# ---- block 1 ----
## config.mk

```make
export PLATFORM = sky130hd
export DESIGN_NAME = sat_counter
export DESIGN_NICKNAME = d
export VERILOG_FILES = /design/src/rtl/sat_counter.sv
export SDC_FILE = /design/constraint.sdc
export NUM_CORES = 1
export LEC_CHECK = 0
export CORE_MARGIN = 2
export CORE_UTILIZATION = 35
export DETAILED_ROUTE_END_ITERATION = 10
export PLACE_DENSITY_LB_ADDON = 0.12
export RECOVER_POWER = 50
export SLEW_MARGIN = 30
export SYNTH_ARGS = -nofsm -noshare
export SYNTH_HDL_FRONTEND = slang
export SYNTH_SLANG_ARGS = --single-unit
```

## constraint.sdc

```tcl
create_clock -name clk -period 3 [get_ports clk]
set_input_delay 0.75 -clock clk [delete_from_list [all_inputs] [get_ports clk]]
set_output_delay 0.75 -clock clk [all_outputs]
set_load 0.02 [all_outputs]
```

## src/rtl/sat_counter.sv

```systemverilog
// ------------------------------------------------------------------
// sat_counter: up-counter with synchronous clear that sticks at all-ones.
// Rev 1.0
// ------------------------------------------------------------------
`default_nettype none

module sat_counter #(
  parameter int W = 8
) (
  input  logic         clk,
  input  logic         rst_n,
  input  logic         clr,
  input  logic         inc,
  output logic [W-1:0] count
);

  logic [W-1:0] count_q, count_d;

  always_comb begin
    count_d = count_q;
    if (clr) begin
      count_d = '0;
    end else if (inc && (count_q != '1)) begin
      count_d = count_q + W'(1);
    end
  end

  always_ff @(posedge clk or negedge rst_n) begin
    if (!rst_n) begin
      count_q <= '0;
    end else begin
      count_q <= count_d;
    end
  end

  assign count = count_q;

endmodule

`default_nettype wire

```

Figure 1. Cell density map (block 1).
Scale: 10 px per micron. The die is cut into 8 by 8 equal tiles; dark blue is low, red is high, 0 to 100% covered.
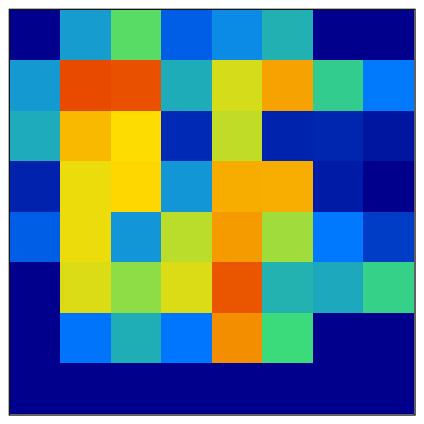
- nearly empty tiles: 25%
- mean over tiles: 36%
- tiles over 75% full: 16%
- densest ninth of the die: middle
- fullest tile: 92%
- emptiest ninth of the die: bottom right

Figure 2. Nets reached from selected ports (block 1).
Scale: 6 px per micron.
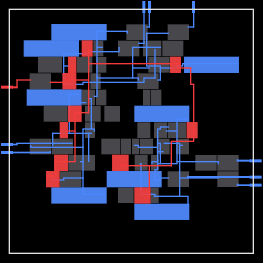
- `clr`: red (bits 1; direction input; end cells 11; buffers 1; wire 96.4 microns)
- `count`: blue (bits 8; direction output; end cells 8; buffers 8; wire 288 microns)
I/O Buffers: 11
IO Pins: 12

==> changes_impl.md <==
## Implementation

- Slowest cell on crit path: clkdlybuf4s50_1
- Buf/Inv on CP: 1
- GRT overflow: 0
- Sequential cell area share: 32.99%
- Worst Setup Start Kind: flip-flop
- Vias in the first global route: 322
- Synth cell count leaders: 8 x dfrtp_1, 4 x nor3_1, 3 x a21oi_1, 3 x nand2b_1, 3 x nor2b_1
- RSZ-0062 raised after global routing: no
- Power, Total: 227.4 uW
- Status: complete, no violations
- CTS sink count: 8
- Pre-CTS setup slack: 780.2 ps
- P_comb: 26.4 uW
- Worst skew pair latency: ~260 ps
- Post-synth top flop: dfrtp_1
- Area Overhead vs Synth: 30.73%
- Mapped Area: 464.2 sq um
- Layout net count: 68
- Layout cells sized above 1: 11.48%
- Post-synth ARST share: 100.0%
- Area of the core: 0.001269 sq mm
- Crit path required time: 2250 ps
- Final setup violation count: 0
- Number of flip-flops in the largest register: 8
layer usage:
layer | global-route usage, % | wire length, microns | part of all wire (%) | vias up
met2 | 17.46 | 404 | 40 | 11
met3 | 5.000 | 57 | 5.6 | 3
met5 | 0 | 0 | 0 | -
li1 | - | - | - | 209
met1 | 18.79 | 533 | 53 | 199
met4 | 10.00 | 18 | 1.8 | 0
final timing paths:
kind                          start  endpoint  slack [ps]  depth (start not counted)
setup / recovery           count[2]  count[2]         900                          1
hold / removal             count[7]  count[7]         590                          2
setup reg to reg           count[0]  count[0]        1180                          4
hold reg to reg            count[7]  count[7]         590                          2
max in group asynchronous     rst_n  count[6]        1840                          1
min in group asynchronous     rst_n  count[4]         860                          1
worst register-to-register path: stages, from the launching register on:
cell	delay, ps
dfrtp_1	420
ha_1	300
and4_2	290
a21boi_0	320
mux2_2	370
through the flow:
stage | util, % | hold slack [ps]
finish | 47.83 | 587.0
global route | 47.83 | 624.2
CTS | 47.83 | 591.5
detailed placement | 46.06 | 579.2
global placement | 46.06 | 574.4
floorplan | - | 454.4

# ---- block 2 ----
Figure 3. Cell density map (block 2).
Scale: 6 px per micron. The die is cut into 12 by 10 equal tiles; dark blue is low, red is high, 0 to 100% covered.
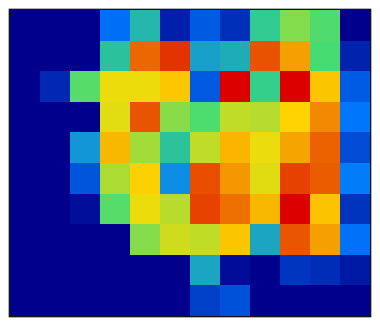
Figure 4. Nets reached from selected ports (block 2).
Scale: 4 px per micron.
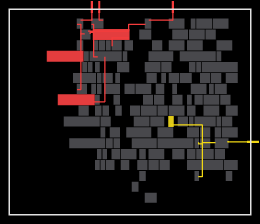
--- src/rtl/dual_port_ram_fifo_ctrl.sv ---
// FIFO controller driving an external dual-port RAM (sync write, async read).
// Wrap-bit pointers give full/empty; ready/valid/almost_full come from registers only.
module dual_port_ram_fifo_ctrl #(
    parameter int ADDR_WIDTH  = 2,
    parameter int DATA_WIDTH  = 2,
    parameter int AFULL_LEVEL = 3
) (
    input  logic                  clk,
    input  logic                  rst_n,
    input  logic                  flush,
    input  logic                  in_valid,
    output logic                  in_ready,
    input  logic [DATA_WIDTH-1:0] in_data,
    output logic                  out_valid,
    input  logic                  out_ready,
    output logic [DATA_WIDTH-1:0] out_data,
    output logic [ADDR_WIDTH:0]   count,
    output logic                  almost_full,
    output logic                  ram_we,
    output logic [ADDR_WIDTH-1:0] ram_addr_wr,
    output logic [ADDR_WIDTH-1:0] ram_addr_rd,
    output logic [DATA_WIDTH-1:0] ram_din,
    input  logic [DATA_WIDTH-1:0] ram_dout
);

    localparam logic [ADDR_WIDTH:0] AFULL_CNT = (ADDR_WIDTH + 1)'(AFULL_LEVEL);
    localparam logic [ADDR_WIDTH:0] PTR_ONE   = {{ADDR_WIDTH{1'b0}}, 1'b1};

    logic [ADDR_WIDTH:0] wr_ptr;
    logic [ADDR_WIDTH:0] rd_ptr;
    logic [ADDR_WIDTH:0] count_q;
    logic                empty;
    logic                full;
    logic                push;
    logic                pop;

    assign empty = (wr_ptr == rd_ptr);
    assign full  = (wr_ptr[ADDR_WIDTH-1:0] == rd_ptr[ADDR_WIDTH-1:0]) &&
                   (wr_ptr[ADDR_WIDTH] != rd_ptr[ADDR_WIDTH]);

    assign in_ready    = !full;
    assign out_valid   = !empty;
    assign almost_full = (count_q >= AFULL_CNT);
    assign count       = count_q;

    // flush suppresses both handshakes so nothing is written in the clearing cycle
    assign push = in_valid && !full && !flush;
    assign pop  = out_ready && !empty && !flush;

    assign ram_we      = push;
    assign ram_addr_wr = wr_ptr[ADDR_WIDTH-1:0];
    assign ram_din     = in_data;
    assign ram_addr_rd = rd_ptr[ADDR_WIDTH-1:0];
    assign out_data    = ram_dout;

    always_ff @(posedge clk or negedge rst_n) begin
        if (!rst_n) begin
            wr_ptr  <= '0;
            rd_ptr  <= '0;
            count_q <= '0;
        end else if (flush) begin
            wr_ptr  <= '0;
            rd_ptr  <= '0;
            count_q <= '0;
        end else begin
            if (push) begin
                wr_ptr <= wr_ptr + PTR_ONE;
            end
            if (pop) begin
                rd_ptr <= rd_ptr + PTR_ONE;
            end
            case ({push, pop})
                2'b10:   count_q <= count_q + PTR_ONE;
                2'b01:   count_q <= count_q - PTR_ONE;
                default: count_q <= count_q;
            endcase
        end
    end

endmodule
--- config.mk ---
export PLATFORM = sky130hd
export DESIGN_NAME = dual_port_ram_fifo_ctrl
export DESIGN_NICKNAME = d
export VERILOG_FILES = /design/src/rtl/dual_port_ram_fifo_ctrl.sv
export SDC_FILE = /design/constraint.sdc
export NUM_CORES = 1
export LEC_CHECK = 0
export ABC_AREA = 1
export CORE_AREA = 2 2 58 49
export DETAILED_ROUTE_END_ITERATION = 10
export DIE_AREA = 0 0 60 51
export SETUP_SLACK_MARGIN = 0.5
export SLEW_MARGIN = 20
export SYNTH_ARGS = -nofsm -noshare
export SYNTH_HDL_FRONTEND = slang
export SYNTH_SLANG_ARGS = --single-unit
export TNS_END_PERCENT = 10
--- constraint.sdc ---
create_clock -name clk -period 1.6 [get_ports clk]
set_input_delay 0.48 -clock clk [delete_from_list [all_inputs] [get_ports clk]]
set_output_delay 0.48 -clock clk [all_outputs]
set_load 0.005 [all_outputs]
==> changes_impl.md <==
## Implementation

- Number of non-clock buffers: 52
- Max-cap violations: 0
- Reg-to-Reg End: count[2]
- FF-to-FF Start: rd_ptr[0]
- Net Count, Synth: 96
- Chain of cells forming the critical path: nand2_1 > nand2_4 > nand3_4 > buf_6 > nand2_4 > nand2_4 > nor2_4 > fa_2 > xnor2_2 > inv_1 > nand2_1 > nand2_1 > nand2_1 > nand2_1
- Final WL: 1807 microns
- IO Pins: 24
- Chip area in the Yosys report: 711.9 sq um
- Vias per cell: 4.035
- Layout net count: 145
- Slew @ Worst Pin: 461.5 ps
- Met3 Use GR: under 10%
- Die Area: 0.003060 sq mm
- DP Cell Count: 150
- Postcts setup bufs: 14
- LEAKAGE: 0.0006247 uW
- Setup ws final: -219.4 ps
- Ys flops: 9
- Unique cell types: 19
- Buf/Inv on CP: 2
- Crit path time final: ~1800 ps
- WL/cell: 10.63 microns
- Most Used Layer, Global Route: met2
- Max incr delay on CP: 420 ps
- M2 GR Usage: 22.83%
- Met1 WL: 738 microns
- Synth warn: 0
- Mapped Area: 711.9 sq um
- Routed vias: 686
- Layout cells sized above 1: around 62%
- Highest metal used: met4
- Area Overhead vs Synth: 68.89%
- Setup slack, reg-to-reg: -220 ps
- Failing checks: negative setup slack
- Routed wl met3: 88 microns
- Drc violations: 0
- Pre-CTS setup slack: -665.8 ps
- Worst skew pair latency: 260 ps
- Synth Seq Share: 31.63%
- Post-DP HPWL: 1196 microns
- Critical Path Source: rd_ptr[0]
- Sequential cell area share: a little under a fifth
- Total GRT Usage: 12.90%
- Hold WS: 532.1 ps
- TritonCTS Buffers: 3
- Mean Syn Cell Area: 8.475 sq um
- # hold bufs at CTS: 0
- Logic share of the area: 35.07%
- Final setup violation count: 6
- Most numerous cell on the critical path: nand2_1
- Root Driver: clkbuf_4
- Wire length on met2: between 900 and 1000 microns
- Worst vdd ir: 0.3375 mV
- WP depth: 14
- Power, Total: around 950 uW
- Crit path required time: between 1500 and 2000 ps
- Max FO, Critical Path: 4
- H-tree levels: 1
- P per Cell Area: 789.4 mW/mm^2
- RSZ-0062 raised after global routing: yes
- Dpl cell area: 0.001017 sq mm
- First-pass GRT wire length: 2870 microns
- I/O Buffers: 15
- Top Layout Cells: 25 x buf_4, 19 x nand2_1, 12 x buf_6
- Status: finished with violations
- Biggest Area Class: buffers
- Yosys cell count: approximately 84
- Area of the core: 0.002574 sq mm
Notes on Figure 3 above:
- tiles over 75% full: 23%
- mean over tiles: 38%
- nearly empty tiles: 32%
- fullest tile: 100%

Notes on Figure 4 above:
- `count`: red (bits 3; direction output; end cells 3; buffers 3; wire 82.8 microns)
- `ram_we`: yellow (bits 1; direction output; end cells 1; buffers 1; wire 31.5 microns)

-- Yosys cell counts --
| cell | instances | area share, % |
|---|---|---|
| nand2_1 | 22 | 12 |
| dfrtp_1 | 9 | 32 |
| buf_4 | 8 | 8.4 |
| o21ai_1 | 7 | 4.9 |
| inv_2 | 6 | 3.2 |
| nand2_2 | 6 | 5.3 |
| nand2_4 | 4 | 6.3 |
| nand3_1 | 4 | 2.8 |
| inv_1 | 3 | 1.6 |
| nor2_4 | 3 | 4.7 |
| a21oi_1 | 2 | 1.4 |
| ha_1 | 2 | 3.5 |
| nand3_4 | 2 | 4.9 |
| a21o_1 | 1 | 1.1 |
| a21oi_2 | 1 | 1.2 |
| bufinv_8 | 1 | 2.5 |
| fa_1 | 1 | 2.8 |
| or2_2 | 1 | 0.88 |
| xnor2_1 | 1 | 1.2 |
-- report_power, final --
group / total, uW / switching, uW / internal, uW
logic: 472 / 213 / 259
clock network: 180 / 84.1 / 96.2
registers: 297 / 36.0 / 261
total: 949 / 333 / 616
-- state kept, by name, summed over array words and instances, names as in the netlist --
| signal | cells |
|---|---|
| count | 3 |
| rd_ptr | 3 |
| wr_ptr | 3 |


==> gallery <==
Clock network drawn from the DEF.
picture 1
Scale: 10 px per micron.
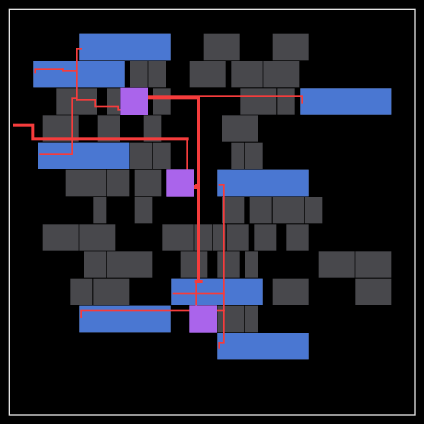
picture 2
Scale: 6 px per micron.
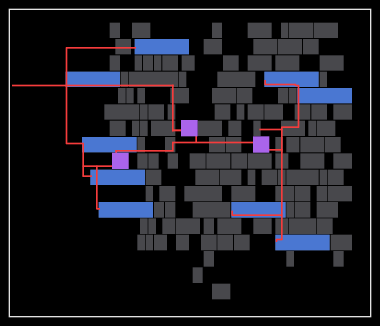
picture 1: block 1
picture 2: block 2
The one with the largest die is picture 2.

Power is estimated from default activity; no workload was simulated.
